######## block 1 ########
### Floorplan with the power grid, block 1

Scale: 3 px per um. Pins as bars on the die edge.
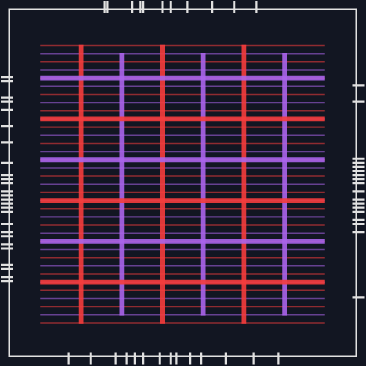

--- src/rtl/mult16_seq.sv ---
// Sequential 16x16 -> 32-bit unsigned shift-add multiplier using a 16-bit carry-lookahead adder.
// Optional early termination once the remaining multiplier bits are all zero: define MULT_EARLY_EXIT_EN.
module mult16_seq (
  input  logic        clk,
  input  logic        rst_n,
  input  logic        start,
  input  logic [15:0] a,
  input  logic [15:0] b,
  output logic        busy,
  output logic        done,
  output logic [31:0] product
);

  typedef enum logic [1:0] {IDLE, RUN, DONE} state_t;

  state_t      state, state_next;
  logic [15:0] mcand, mrem;
  logic [32:0] p_reg, p_step, p_next;
  logic [4:0]  cnt;
  logic        accept, finish;

  logic [15:0] hi, gen, prop, sum;
  logic [3:0]  grp_g, grp_p;
  logic [4:0]  grp_c;
  logic        carry, cout;

  assign hi = p_reg[31:16];

  // 4-bit groups: group carries are looked ahead, bits inside a group take the group carry-in.
  always_comb begin
    gen      = hi & mcand;
    prop     = hi ^ mcand;
    grp_g    = '0;
    grp_p    = '0;
    grp_c    = '0;
    grp_c[0] = 1'b0;
    for (int k = 0; k < 4; k++) begin
      grp_g[k] = gen[4*k+3]
               | (prop[4*k+3] & gen[4*k+2])
               | (prop[4*k+3] & prop[4*k+2] & gen[4*k+1])
               | (prop[4*k+3] & prop[4*k+2] & prop[4*k+1] & gen[4*k]);
      grp_p[k] = &prop[4*k +: 4];
      grp_c[k+1] = grp_g[k] | (grp_p[k] & grp_c[k]);
    end
    carry = 1'b0;
    sum   = '0;
    for (int i = 0; i < 16; i++) begin
      if (i % 4 == 0) carry = grp_c[i/4];
      sum[i] = prop[i] ^ carry;
      carry  = gen[i] | (prop[i] & carry);
    end
    cout = grp_c[4];
  end

  always_comb begin
    if (p_reg[0]) p_step = {1'b0, cout, sum, p_reg[15:1]};
    else          p_step = {1'b0, p_reg[32:1]};
  end

  always_ff @(posedge clk or negedge rst_n) begin
    if (!rst_n) state <= IDLE;
    else        state <= state_next;
  end

  always_comb begin
    state_next = state;
    accept     = 1'b0;
    finish     = 1'b0;
    p_next     = p_step;
    busy       = (state != IDLE);
    done       = (state == DONE);
    case (state)
      IDLE: begin
        if (start) begin
          accept     = 1'b1;
          state_next = RUN;
        end
      end
      RUN: begin
        if (cnt == 5'd15) begin
          finish     = 1'b1;
          state_next = DONE;
        end
`ifdef MULT_EARLY_EXIT_EN
        // Remaining multiplier bits are zero, so the rest of the iterations are pure shifts.
        if (mrem == 16'd0) begin
          p_next     = p_reg >> (5'd16 - cnt);
          finish     = 1'b1;
          state_next = DONE;
        end
`endif
      end
      DONE:    state_next = IDLE;
      default: state_next = IDLE;
    endcase
  end

  always_ff @(posedge clk or negedge rst_n) begin
    if (!rst_n) begin
      mcand   <= '0;
      mrem    <= '0;
      p_reg   <= '0;
      cnt     <= '0;
      product <= '0;
    end else if (accept) begin
      mcand <= a;
      mrem  <= b;
      p_reg <= {17'b0, b};
      cnt   <= '0;
    end else if (state == RUN) begin
      p_reg <= p_next;
      mrem  <= mrem >> 1;
      cnt   <= cnt + 5'd1;
      if (finish) product <= p_next[31:0];
    end
  end

endmodule

--- config.mk ---
export PLATFORM = sky130hd
export DESIGN_NAME = mult16_seq
export DESIGN_NICKNAME = d
export VERILOG_FILES = /design/src/rtl/mult16_seq.sv
export SDC_FILE = /design/constraint.sdc
export NUM_CORES = 1
export LEC_CHECK = 0
export CORE_MARGIN = 10
export CORE_UTILIZATION = 46
export DETAILED_ROUTE_END_ITERATION = 6
export PLACE_DENSITY_LB_ADDON = 0.2
export SLEW_MARGIN = 15
export SYNTH_ARGS = -nofsm -noshare
export SYNTH_HDL_FRONTEND = slang
export SYNTH_SLANG_ARGS = --single-unit
--- constraint.sdc ---
create_clock -name clk -period 3.5 [get_ports clk]
set_input_delay 0.525 -clock clk [delete_from_list [all_inputs] [get_ports clk]]
set_output_delay 0.525 -clock clk [all_outputs]
set_load 0.01 [all_outputs]
######## block 2 ########
$ cat config.mk
export PLATFORM = sky130hd
export DESIGN_NAME = code_lock_controller_flat
export DESIGN_NICKNAME = d
export VERILOG_FILES = /design/src/rtl/code_lock_controller_if.sv /design/src/rtl/code_lock_controller.sv /design/src/flat_wrapper.sv
export SDC_FILE = /design/constraint.sdc
export NUM_CORES = 1
export LEC_CHECK = 0
export CAP_MARGIN = 40
export CORE_MARGIN = 1.5
export CORE_UTILIZATION = 61
export CTS_CLUSTER_DIAMETER = 80
export DETAILED_ROUTE_END_ITERATION = 8
export GPL_TIMING_DRIVEN = 0
export PLACE_DENSITY = 0.85
export SYNTH_ARGS = -nofsm -noshare
export SYNTH_HDL_FRONTEND = slang
export SYNTH_SLANG_ARGS = --single-unit
$ cat constraint.sdc
create_clock -name clk_i -period 4.1 [get_ports clk_i]
set_input_delay 0.82 -clock clk_i [delete_from_list [all_inputs] [get_ports clk_i]]
set_output_delay 0.82 -clock clk_i [all_outputs]
set_load 0.05 [all_outputs]
$ cat src/rtl/code_lock_controller_if.sv
`default_nettype none
// ============================================================================
// Module   : code_lock_controller_if
// Purpose  : Bundles the keypad, comparator and lock-status signals of the
//            code lock controller.
// Signals  : digit_valid_i / digit_i  keypad digit strobe and BCD value
//            clear_i                  discard partial entry / relock early
//            equal_i                  comparator match result
//            bcd_0_o..bcd_3_o         held digits, bcd_0_o newest
//            cmp_enable_o             comparator enable pulse
//            digit_count_o            digits held (0..4)
//            unlock_o / error_o / alarm_o  lock status outputs
// Modports : master = keypad/comparator side, slave = controller
// Revision : 1.0  initial release
// ============================================================================
interface code_lock_controller_if;
  logic       digit_valid_i;
  logic [3:0] digit_i;
  logic       clear_i;
  logic       equal_i;
  logic [3:0] bcd_0_o;
  logic [3:0] bcd_1_o;
  logic [3:0] bcd_2_o;
  logic [3:0] bcd_3_o;
  logic       cmp_enable_o;
  logic [2:0] digit_count_o;
  logic       unlock_o;
  logic       error_o;
  logic       alarm_o;

  modport master (
    output digit_valid_i, digit_i, clear_i, equal_i,
    input  bcd_0_o, bcd_1_o, bcd_2_o, bcd_3_o, cmp_enable_o,
           digit_count_o, unlock_o, error_o, alarm_o
  );

  modport slave (
    input  digit_valid_i, digit_i, clear_i, equal_i,
    output bcd_0_o, bcd_1_o, bcd_2_o, bcd_3_o, cmp_enable_o,
           digit_count_o, unlock_o, error_o, alarm_o
  );
endinterface
`default_nettype wire

$ cat src/rtl/code_lock_controller.sv
`default_nettype none
// ============================================================================
// Module   : code_lock_controller
// Purpose  : Sequencer for a four-digit BCD keypad lock. Shifts keypad digits
//            into a four-digit register, strobes the comparator once four
//            digits are held, then opens the lock for a fixed time or counts
//            a failure and enters a timed lockout after too many failures.
// Ports    : clk_i  - clock, rising edge
//            rst_i  - synchronous active-high reset
//            bus    - code_lock_controller_if.slave (keypad, comparator and
//                     status signals)
// Params   : MAX_ATTEMPTS   - consecutive failures that trigger lockout (1..15)
//            UNLOCK_CYCLES  - cycles unlock_o stays high after a match
//            LOCKOUT_CYCLES - cycles alarm_o stays high during lockout
// Revision : 1.0  initial release
// ============================================================================
module code_lock_controller #(
  parameter int MAX_ATTEMPTS   = 3,
  parameter int UNLOCK_CYCLES  = 50000000,
  parameter int LOCKOUT_CYCLES = 250000000
) (
  input  wire logic              clk_i,
  input  wire logic              rst_i,
  code_lock_controller_if.slave  bus
);

  localparam int C_TIMER_MAX = (UNLOCK_CYCLES > LOCKOUT_CYCLES) ? UNLOCK_CYCLES : LOCKOUT_CYCLES;
  localparam int TW          = $clog2(C_TIMER_MAX) + 1;

  localparam logic [TW-1:0] c_unlock_load  = TW'(UNLOCK_CYCLES - 1);
  localparam logic [TW-1:0] c_lockout_load = TW'(LOCKOUT_CYCLES - 1);
  localparam logic [3:0]    c_max_attempts = 4'(MAX_ATTEMPTS);

  typedef enum logic [1:0] {
    ST_ENTRY   = 2'd0,
    ST_CHECK   = 2'd1,
    ST_OPEN    = 2'd2,
    ST_LOCKOUT = 2'd3
  } state_e;

  state_e        state_q;
  logic [3:0]    bcd_q [4];
  logic [2:0]    count_q;
  logic          unlock_q;
  logic          error_q;
  logic          alarm_q;
  logic [3:0]    attempts_q;
  logic [TW-1:0] timer_q;

  logic [3:0]    attempts_inc_d;

  assign attempts_inc_d = attempts_q + 4'd1;

  always_ff @(posedge clk_i) begin
    if (rst_i) begin
      state_q    <= ST_ENTRY;
      bcd_q[0]   <= 4'd0;
      bcd_q[1]   <= 4'd0;
      bcd_q[2]   <= 4'd0;
      bcd_q[3]   <= 4'd0;
      count_q    <= 3'd0;
      unlock_q   <= 1'b0;
      error_q    <= 1'b0;
      alarm_q    <= 1'b0;
      attempts_q <= 4'd0;
      timer_q    <= '0;
    end else begin
      // error_o is a single-cycle pulse; only the failed CHECK re-asserts it
      error_q <= 1'b0;
      case (state_q)
        ST_ENTRY: begin
          // clear has priority over a simultaneous digit strobe
          if (bus.clear_i) begin
            bcd_q[0] <= 4'd0;
            bcd_q[1] <= 4'd0;
            bcd_q[2] <= 4'd0;
            bcd_q[3] <= 4'd0;
            count_q  <= 3'd0;
          end else if (bus.digit_valid_i && (bus.digit_i <= 4'd9) && (count_q < 3'd4)) begin
            bcd_q[3] <= bcd_q[2];
            bcd_q[2] <= bcd_q[1];
            bcd_q[1] <= bcd_q[0];
            bcd_q[0] <= bus.digit_i;
            count_q  <= count_q + 3'd1;
            // fourth digit: comparator sees the full code in the very next cycle
            if (count_q == 3'd3) begin
              state_q <= ST_CHECK;
            end
          end
        end

        ST_CHECK: begin
          bcd_q[0] <= 4'd0;
          bcd_q[1] <= 4'd0;
          bcd_q[2] <= 4'd0;
          bcd_q[3] <= 4'd0;
          count_q  <= 3'd0;
          if (bus.equal_i) begin
            state_q    <= ST_OPEN;
            attempts_q <= 4'd0;
            timer_q    <= c_unlock_load;
            unlock_q   <= 1'b1;
          end else if (attempts_inc_d == c_max_attempts) begin
            state_q    <= ST_LOCKOUT;
            attempts_q <= attempts_inc_d;
            timer_q    <= c_lockout_load;
            alarm_q    <= 1'b1;
          end else begin
            state_q    <= ST_ENTRY;
            attempts_q <= attempts_inc_d;
            error_q    <= 1'b1;
          end
        end

        ST_OPEN: begin
          if (bus.clear_i || (timer_q == '0)) begin
            state_q  <= ST_ENTRY;
            unlock_q <= 1'b0;
            timer_q  <= '0;
          end else begin
            timer_q <= timer_q - TW'(1);
          end
        end

        ST_LOCKOUT: begin
          if (timer_q == '0) begin
            state_q    <= ST_ENTRY;
            alarm_q    <= 1'b0;
            attempts_q <= 4'd0;
          end else begin
            timer_q <= timer_q - TW'(1);
          end
        end

        default: begin
          state_q <= ST_ENTRY;
        end
      endcase
    end
  end

  assign bus.bcd_0_o       = bcd_q[0];
  assign bus.bcd_1_o       = bcd_q[1];
  assign bus.bcd_2_o       = bcd_q[2];
  assign bus.bcd_3_o       = bcd_q[3];
  assign bus.digit_count_o = count_q;
  assign bus.unlock_o      = unlock_q;
  assign bus.error_o       = error_q;
  assign bus.alarm_o       = alarm_q;
  // Decoded rather than registered so the comparator result is sampled in CHECK
  assign bus.cmp_enable_o  = (state_q == ST_CHECK);

endmodule
`default_nettype wire

$ cat src/flat_wrapper.sv
// flat-port wrapper written by rule: the top's interface ports become plain ports
module code_lock_controller_flat 
#(
  parameter int MAX_ATTEMPTS   = 3,
  parameter int UNLOCK_CYCLES  = 50000000,
  parameter int LOCKOUT_CYCLES = 250000000
)
  (clk_i, rst_i, bus_digit_valid_i, bus_digit_i, bus_clear_i, bus_equal_i, bus_bcd_0_o, bus_bcd_1_o, bus_bcd_2_o, bus_bcd_3_o, bus_cmp_enable_o, bus_digit_count_o, bus_unlock_o, bus_error_o, bus_alarm_o);
  code_lock_controller_if bus_i ();
  input  wire logic clk_i;
  input  wire logic rst_i;
  input wire logic [$bits(bus_i.digit_valid_i)-1:0] bus_digit_valid_i;
  input wire logic [$bits(bus_i.digit_i)-1:0] bus_digit_i;
  input wire logic [$bits(bus_i.clear_i)-1:0] bus_clear_i;
  input wire logic [$bits(bus_i.equal_i)-1:0] bus_equal_i;
  output wire logic [$bits(bus_i.bcd_0_o)-1:0] bus_bcd_0_o;
  output wire logic [$bits(bus_i.bcd_1_o)-1:0] bus_bcd_1_o;
  output wire logic [$bits(bus_i.bcd_2_o)-1:0] bus_bcd_2_o;
  output wire logic [$bits(bus_i.bcd_3_o)-1:0] bus_bcd_3_o;
  output wire logic [$bits(bus_i.cmp_enable_o)-1:0] bus_cmp_enable_o;
  output wire logic [$bits(bus_i.digit_count_o)-1:0] bus_digit_count_o;
  output wire logic [$bits(bus_i.unlock_o)-1:0] bus_unlock_o;
  output wire logic [$bits(bus_i.error_o)-1:0] bus_error_o;
  output wire logic [$bits(bus_i.alarm_o)-1:0] bus_alarm_o;
  assign bus_i.digit_valid_i = bus_digit_valid_i;
  assign bus_i.digit_i = bus_digit_i;
  assign bus_i.clear_i = bus_clear_i;
  assign bus_i.equal_i = bus_equal_i;
  assign bus_bcd_0_o = bus_i.bcd_0_o;
  assign bus_bcd_1_o = bus_i.bcd_1_o;
  assign bus_bcd_2_o = bus_i.bcd_2_o;
  assign bus_bcd_3_o = bus_i.bcd_3_o;
  assign bus_cmp_enable_o = bus_i.cmp_enable_o;
  assign bus_digit_count_o = bus_i.digit_count_o;
  assign bus_unlock_o = bus_i.unlock_o;
  assign bus_error_o = bus_i.error_o;
  assign bus_alarm_o = bus_i.alarm_o;
  code_lock_controller #(.MAX_ATTEMPTS(MAX_ATTEMPTS), .UNLOCK_CYCLES(UNLOCK_CYCLES), .LOCKOUT_CYCLES(LOCKOUT_CYCLES)) u_core (.clk_i(clk_i), .rst_i(rst_i), .bus(bus_i));
endmodule
######## block 3 ########
## src/rtl/imem_dmem_arbiter.sv

```systemverilog
`default_nettype none
// ============================================================================
// Module   : imem_dmem_arbiter
// Brief    : Shares one single-port synchronous memory between the core's
//            instruction-fetch port and its load/store port. Data accesses
//            win arbitration, but a saturating counter guarantees that fetch
//            is served after STARVE_LIMIT consecutive data grants. A stalled
//            access keeps its grant until the memory accepts it, and each
//            read response is routed back to the port that issued it.
// Revision : 1.0 - initial release
// ============================================================================
module imem_dmem_arbiter #(
    parameter int AW           = 32,
    parameter int DW           = 32,
    parameter int STARVE_LIMIT = 4      // legal range 1..15
) (
    input  logic            clk,
    input  logic            rst,        // asynchronous, active-low

    // Instruction-fetch port
    input  logic            if_req,
    input  logic [AW-1:0]   if_addr,
    output logic            if_gnt,
    output logic            if_rvalid,
    output logic [DW-1:0]   if_rdata,

    // Load/store port
    input  logic            d_req,
    input  logic            d_we,
    input  logic [DW/8-1:0] d_sel,
    input  logic [AW-1:0]   d_addr,
    input  logic [DW-1:0]   d_wdata,
    output logic            d_gnt,
    output logic            d_rvalid,
    output logic [DW-1:0]   d_rdata,

    // Shared memory port
    output logic            mem_ce,
    output logic            mem_we,
    output logic [DW/8-1:0] mem_sel,
    output logic [AW-1:0]   mem_addr,
    output logic [DW-1:0]   mem_wdata,
    input  logic            mem_ready,
    input  logic [DW-1:0]   mem_rdata
);

    // The starvation counter is 4 bits wide, enough for the full 1..15 range.
    localparam logic [3:0] C_STARVE_LIMIT = 4'(STARVE_LIMIT);

    typedef enum logic [1:0] {
        ST_ARB     = 2'd0,
        ST_HOLD_IF = 2'd1,
        ST_HOLD_D  = 2'd2
    } state_t;

    typedef enum logic [1:0] {
        OWN_NONE = 2'd0,
        OWN_IF   = 2'd1,
        OWN_D    = 2'd2
    } owner_t;

    typedef enum logic [1:0] {
        RESP_NONE = 2'd0,
        RESP_IF   = 2'd1,
        RESP_D_RD = 2'd2,
        RESP_D_WR = 2'd3
    } resp_t;

    state_t     r_state;
    state_t     w_state_nxt;
    owner_t     w_owner;
    owner_t     w_sel;
    logic [3:0] r_starve_cnt;
    logic [3:0] w_starve_nxt;
    resp_t      r_resp_owner;
    resp_t      w_resp_nxt;
    logic       w_accept;

    // State register; reset may arrive mid-access and simply abandons it.
    always_ff @(posedge clk or negedge rst) begin
        if (!rst) begin
            r_state <= ST_ARB;
        end else begin
            r_state <= w_state_nxt;
        end
    end

    // Owner selection and next state: data first unless fetch has waited long enough.
    always_comb begin
        w_state_nxt = r_state;
        w_owner     = OWN_NONE;
        case (r_state)
            ST_ARB: begin
                if (d_req && (!if_req || (r_starve_cnt < C_STARVE_LIMIT))) begin
                    w_owner = OWN_D;
                    if (!mem_ready) begin
                        w_state_nxt = ST_HOLD_D;
                    end
                end else if (if_req) begin
                    w_owner = OWN_IF;
                    if (!mem_ready) begin
                        w_state_nxt = ST_HOLD_IF;
                    end
                end
            end
            ST_HOLD_IF: begin
                // A held requester that drops its request releases the memory
                // without issuing anything.
                if (if_req) begin
                    w_owner = OWN_IF;
                    if (mem_ready) begin
                        w_state_nxt = ST_ARB;
                    end
                end else begin
                    w_state_nxt = ST_ARB;
                end
            end
            ST_HOLD_D: begin
                if (d_req) begin
                    w_owner = OWN_D;
                    if (mem_ready) begin
                        w_state_nxt = ST_ARB;
                    end
                end else begin
                    w_state_nxt = ST_ARB;
                end
            end
            default: begin
                w_state_nxt = ST_ARB;
            end
        endcase
    end

    // While reset is low nothing may reach the memory or the grant outputs,
    // even though the requesters keep driving their inputs.
    assign w_sel = rst ? w_owner : OWN_NONE;

    // Memory-side mux of the selected requester; fetch is always a full-word read.
    always_comb begin
        mem_ce    = 1'b0;
        mem_we    = 1'b0;
        mem_sel   = '0;
        mem_addr  = '0;
        mem_wdata = '0;
        case (w_sel)
            OWN_IF: begin
                mem_ce   = 1'b1;
                mem_sel  = '1;
                mem_addr = if_addr;
            end
            OWN_D: begin
                mem_ce    = 1'b1;
                mem_we    = d_we;
                mem_sel   = d_sel;
                mem_addr  = d_addr;
                mem_wdata = d_wdata;
            end
            default: begin
                mem_ce = 1'b0;
            end
        endcase
    end

    assign w_accept = mem_ce & mem_ready;
    assign if_gnt   = w_accept & (w_sel == OWN_IF);
    assign d_gnt    = w_accept & (w_sel == OWN_D);

    // Starvation count: data grants taken while fetch is waiting, saturating.
    always_comb begin
        w_starve_nxt = r_starve_cnt;
        if (!if_req || if_gnt) begin
            w_starve_nxt = 4'd0;
        end else if (d_gnt && (r_starve_cnt < C_STARVE_LIMIT)) begin
            w_starve_nxt = r_starve_cnt + 4'd1;
        end
    end

    // Starvation counter register.
    always_ff @(posedge clk or negedge rst) begin
        if (!rst) begin
            r_starve_cnt <= 4'd0;
        end else begin
            r_starve_cnt <= w_starve_nxt;
        end
    end

    // Remember who was accepted so next cycle's memory data goes to the right port.
    always_comb begin
        w_resp_nxt = RESP_NONE;
        if (if_gnt) begin
            w_resp_nxt = RESP_IF;
        end else if (d_gnt) begin
            w_resp_nxt = d_we ? RESP_D_WR : RESP_D_RD;
        end
    end

    // Response owner register; reset drops any response in flight.
    always_ff @(posedge clk or negedge rst) begin
        if (!rst) begin
            r_resp_owner <= RESP_NONE;
        end else begin
            r_resp_owner <= w_resp_nxt;
        end
    end

    // Response routing: write acknowledges carry no data.
    assign if_rvalid = (r_resp_owner == RESP_IF);
    assign if_rdata  = if_rvalid ? mem_rdata : '0;
    assign d_rvalid  = (r_resp_owner == RESP_D_RD) || (r_resp_owner == RESP_D_WR);
    assign d_rdata   = (r_resp_owner == RESP_D_RD) ? mem_rdata : '0;

endmodule
`default_nettype wire

```

## config.mk

```make
export PLATFORM = sky130hd
export DESIGN_NAME = imem_dmem_arbiter
export DESIGN_NICKNAME = d
export VERILOG_FILES = /design/src/rtl/imem_dmem_arbiter.sv
export SDC_FILE = /design/constraint.sdc
export NUM_CORES = 1
export LEC_CHECK = 0
export CAP_MARGIN = 40
export CORE_AREA = 2 2 108 110
export CTS_BUF_LIST = sky130_fd_sc_hd__clkbuf_2 sky130_fd_sc_hd__clkbuf_4 sky130_fd_sc_hd__clkbuf_8
export DETAILED_ROUTE_END_ITERATION = 12
export DIE_AREA = 0 0 110 112
export PLACE_DENSITY = 0.62
export SYNTH_ARGS = -nofsm -noshare
export SYNTH_HDL_FRONTEND = slang
export SYNTH_SLANG_ARGS = --single-unit
```

## constraint.sdc

```tcl
create_clock -name clk -period 2.4 [get_ports clk]
set_input_delay 0.48 -clock clk [delete_from_list [all_inputs] [get_ports clk]]
set_output_delay 0.48 -clock clk [all_outputs]
set_load 0.005 [all_outputs]
```

### Cell area per tile, block 3

Scale: 3 px per um. 11 x 11 tiles, from black (low) to pale yellow (high), 0 to 100% covered.
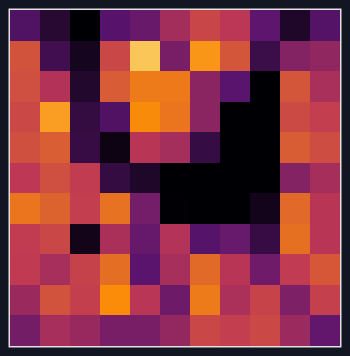
fullest tile: 88%
nearly empty tiles: 11%
tiles over 75% full: 3.3%

==> ci_impl_report.md, block 3 <==
### Flow metrics

| Metric | Value |
|---|---|
| Final std cell area, no fill | `between 4000 and 5000 um^2` |
| Crit path time final | `roughly 2.5 ns` |
| Routability Congestion | `0.816` |
| Max-slew violation total from the final report | `0` |
| Result of the run | `finished, violations left` |
| Combined flip-flop and latch cell area | `between 200 and 250 um^2` |
| Violations in the final reports | `setup timing` |
| Detailed Routing Iterations Pass 1 | `4` |
| Achievable clock frequency | `approximately 0.4 GHz` |
| Core area | `~11000 um^2` |
| Port Buffer Count | `about 280` |
| Clock tree cell share of total cell area | `0.00831` |
| Post-detailed-route via-to-cell ratio | `approximately 4.2` |
| Count of hold-fix buffers inserted at cts | `0` |
| Synth warnings | `0` |
| Final WS setup | `-0.0532 ns` |
| Final setup violating endpoints | `11` |
| Number of cells in the design after placement | `around 640` |
| Antenna fix cells | `0` |
| Maximum number of pins on one net before global-route repair | `37` |
| Non-Filler Instances | `roughly 670` |
| Most frequently used cell type in the post-synthesis netlist | `and2_1` |
## block 3: worst reg2reg max path, stage by stage (launching register included)
cell	delay [ns]
dfrtp_1	0.40
nor2_4	0.15
o21a_1	0.18
and2_4	0.16
ha_4	0.20
buf_12	0.16
buf_16	0.13
nand3b_4	0.09
buf_4	0.14
buf_4	0.13
o31ai_1	0.19
a21oi_1	0.10
## block 3: logic make-up (layout without fill, tap and decap cells)
family	after synthesis	in the layout	synth area share
AND-OR/OR-AND	44	44	0.199
adder cells (fa/ha/maj)	3	3	0.0238
buffers and inverters	27	319	0.100
flip-flops	8	8	0.127
AND/OR/NAND/NOR	152	152	0.550
## block 3: layer usage
layer / part of all wire / global-route usage / up-vias / wire length [um]
met3: 0.10 / 0.0334 / 23 / 1080
met5: 0 / 0 / - / 0
met4: 0.033 / 0.0599 / 0 / 353
li1: - / - / 1361 / -
met2: 0.53 / 0.308 / 182 / 5650
met1: 0.33 / 0.156 / 1265 / 3520
## block 3: where the power goes
part           switching, W  leakage, nW  internal [W]  total [W]
sequential       0.00000166        0.110      0.000138   0.000140
combinational      0.000222         2.02      0.000431   0.000653
clock             0.0000570       0.0216      0.000109   0.000166
total              0.000281         2.15      0.000678   0.000959
### Cell area per tile, block 2

Scale: 4 px per um. 7 x 7 tiles, from black (low) to pale yellow (high), 0 to 100% covered.
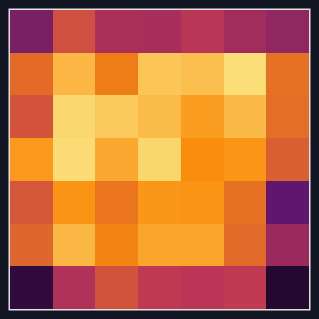
tiles over 75% full: 43%
fullest tile: 93%
mean over tiles: 65%
emptiest ninth of the die: south-east

==> ci_impl_report.md, block 2 <==
### Flow metrics

| Metric | Value |
|---|---|
| Fraction of power consumed by sequential logic | `0.488` |
| Antenna fix cells | `0` |
| Port Buffer Count | `30` |
| Area of the mapped netlist | `~3100 um^2` |
| Total cell area reported by yosys after synthesis | `between 3000 and 4000 um^2` |
| Die Span X | `approximately 75 um` |
| Hold_sp | `u_core.bus.digit_count_o[1]` |
| Worst setup EP type | `output port` |
| Distinct cells, synth | `around 65` |
| Most common cell after layout, fill and taps aside | `dfxtp_1` |
| Largest driver fanout on the critical path | `10` |
| Top power group | `sequential cells` |
| Result of the run | `completed` |
| Main combinational cell family by area after synthesis | `simple AND/OR/NAND/NOR gates` |
| Gates resized, CTS repair | `0` |
| Part of the Yosys area used for sequential elements | `0.401` |
| Achievable clock frequency | `0.324 GHz` |
| FFs w/ async S/R, synth | `0` |
| Worst reg2reg startpoint | `u_core.attempts_q[0]` |
| Power Dens Cells | `~320 nW/um^2` |
| Multiplexer share of the synthesized area | `0.00637` |
| Routability Congestion | `between 0.9 and 1` |
| Number of cells in the design after placement | `461` |
| Class of the tightest hold or removal check | `reg -> reg` |
| Number of hold violations in the final report | `0` |
## block 2: metrics by stage
stage | power (W) | setup slack, ns
final | 0.00120 | 1.02
after floorplan | 0.000665 | 1.85
after global routing | 0.00123 | 0.944
after CTS | 0.00120 | 1.04
after global placement | 0.000701 | 0.929
after detailed placement | 0.000704 | 1.07
## block 2: metal layers
metal  share of wire  GRT usage  vias up
met5               0          0        -
met1            0.38      0.423     1545
li1                -          -     1453
met2            0.48      0.556      219
met4           0.029      0.174        0
met3            0.11     0.0736       28
## block 2: flip-flops by register name (all words and copies together) (netlist names)
signal and cells:
u_core.bus.unlock_o 1, u_core.bus.digit_count_o 3, u_core.timer_q 29, u_core.bus.error_o 1, u_core.state_q 2, u_core.bcd_q 16, u_core.bus.alarm_o 1, u_core.attempts_q 4
## block 2: cell type report
type | count | share of cell area
plain buffers | 13 | 0.0148
clock inverters | 7 | 0.0165
clock buffers | 9 | 0.0333
flip-flops and latches | 57 | 0.339
well taps | 67 | 0.0225
repair buffers | 31 | 0.0837
multi-input cells | 278 | 0.475
inverters | 15 | 0.0155
## block 2: critical path, delay by kind of cell, from the launching register on
kind | cells | cell delay [ns]
flops | 1 | 0.31
simple gates | 1 | 0.25
buf+inv | 3 | 1.35
### Clock nets, block 1

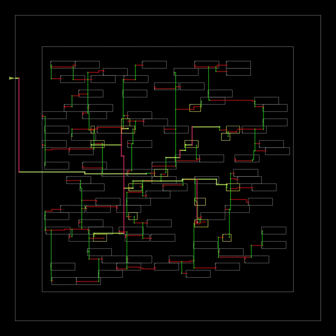
sequential cell count: 87
layout clock buffer count: 10
Worst Skew: 0.0147 ns
Clock group: 0.000681 W
clock latency (worst-skew pair): 0.37 ns

## Picture notes: 'Floorplan with the power grid' of block 1
legend:
  red:
    net: VSS
  purple:
    net: VDD
met1 rails: 35
met5 straps: 6
rows: 34
Die Span X: 115 um
core area: 8760 um^2

==> ci_impl_report.md, block 1 <==
### Flow metrics

| Metric | Value |
|---|---|
| Routability Congestion | `approximately 0.79` |
| Combined flip-flop and latch cell area | `2180 um^2` |
| Number of hold violations in the final report | `0` |
| Leading area contributor after synthesis | `dfrtp_1` |
| Leading cell kind | `registers` |
| Net Switching | `just over 0.002 W` |
| Distinct cells, synth | `35` |
| Combinational gate count | `roughly 270` |
| Multiplexer share of the synthesized area | `0.0525` |
| Routed Antenna Nets | `0` |
| Placed Area | `4930 um^2` |
| Post-Syn Nets | `approximately 470` |
| Max-slew violation total from the final report | `0` |
| Fraction of power consumed by sequential logic | `0.371` |
| Routed WL per cell | `between 15 and 20 um` |
| Total of flip-flops plus latches after synthesis | `around 87` |
| Result of the run | `completed` |
| Nonclk inv count | `26` |
| Synth warnings | `0` |
| Data arrival time of the critical path | `~3.4 ns` |
| Count of hold-fix buffers inserted at cts | `0` |
| Seq area share | `0.426` |
| Residual overflow from global routing | `0` |
| Clk pwr share | `0.139` |
| Static power due to leakage | `2.29 nW` |
| Worst setup EP type | `register` |
| Antenna fix cells | `0` |
| Routed wire length on met2 | `between 4 and 5 mm` |
| Post-detailed-route via-to-cell ratio | `approximately 5.3` |
| Clock root cell | `clkbuf_8` |
## block 1: final timing paths
check                               to         from  cells after the start  slack [ns]
max                          p_reg[26]    p_reg[19]                     11        0.35
min                          p_reg[21]        rst_n                      1        0.25
max reg2reg                  p_reg[26]    p_reg[19]                     11        0.35
min reg2reg                product[19]  product[19]                      2        0.48
max in group asynchronous  product[26]        rst_n                      2        2.51
min in group clk           product[19]  product[19]                      2        0.48
## block 1: power by group through the flow
stage	clock (W)	combinational (W)	sequential, W
floorplan	0	0.00155	0.00183
global placement	0	0.00234	0.00181
detailed placement	0	0.00242	0.00183
CTS	0.000697	0.00243	0.00182
global route	0.000728	0.00276	0.00188
finish	0.000681	0.00239	0.00181
## block 1: critical path: stages (launching register included)
cell and delay (ns):
dfrtp_1 0.40, ha_1 0.36, a21o_1 0.15, a311oi_1 0.05, o21ai_0 0.33, inv_1 0.10
fa_1 0.40, fa_1 0.40, fa_1 0.39, xnor2_1 0.14, mux2i_1 0.18, o21ai_0 0.10

==> layout pictures side by side <==
Register map, names as in the netlist.
shot_01.png
Scale: 4 px per um. Other sequential cells in the stronger gray, the rest of the logic in the fainter gray.
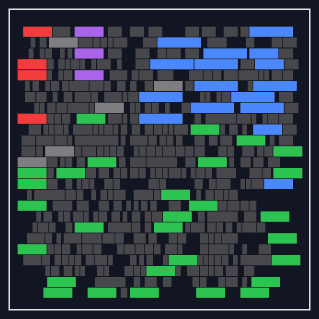
shot_02.png
Scale: 3 px per um. Other sequential cells in the stronger gray, the rest of the logic in the fainter gray.
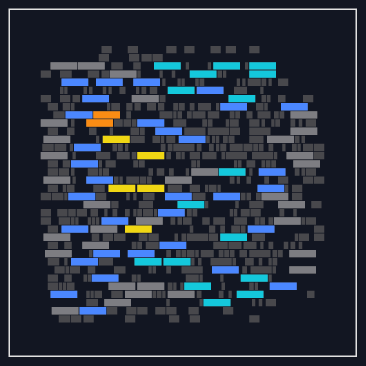
shot_03.png
Scale: 3 px per um. Other sequential cells in the stronger gray, the rest of the logic in the fainter gray.
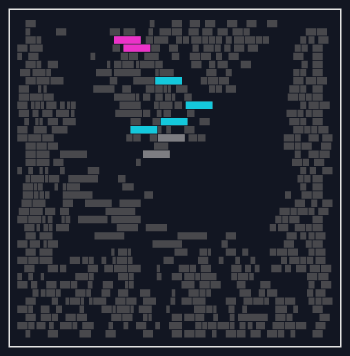
The one with the most sequential cells is shot_02.png.
The one with the fewest sequential cells is shot_03.png.
shot_03.png: block 3
shot_02.png: block 1
shot_01.png: block 2

Key to shot_03.png:
legend:
  cyan:
    name_in_the_netlist: r_starve_cnt
    sequential_cells: 4
  magenta:
    name_in_the_netlist: r_state
    sequential_cells: 2



==> screenshots <==
Metal 2.
panel A
Scale: 4 px per um.
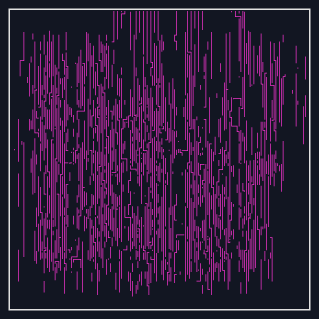
panel B
Scale: 3 px per um.
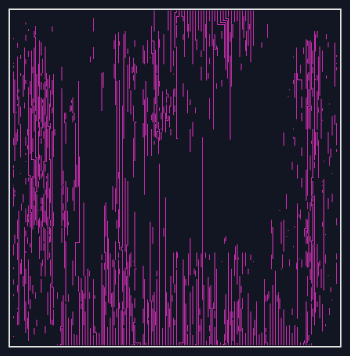
panel C
Scale: 3 px per um.
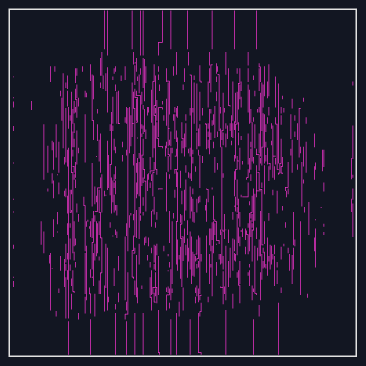
The one with the smallest die is panel A.
block 3 -> panel B
block 1 -> panel C
block 2 -> panel A

Key to panel A:
wire length on this layer: 4300 um
nets with wire on the layer: 372

No activity file was given, so power comes from the tool's default toggle rates.
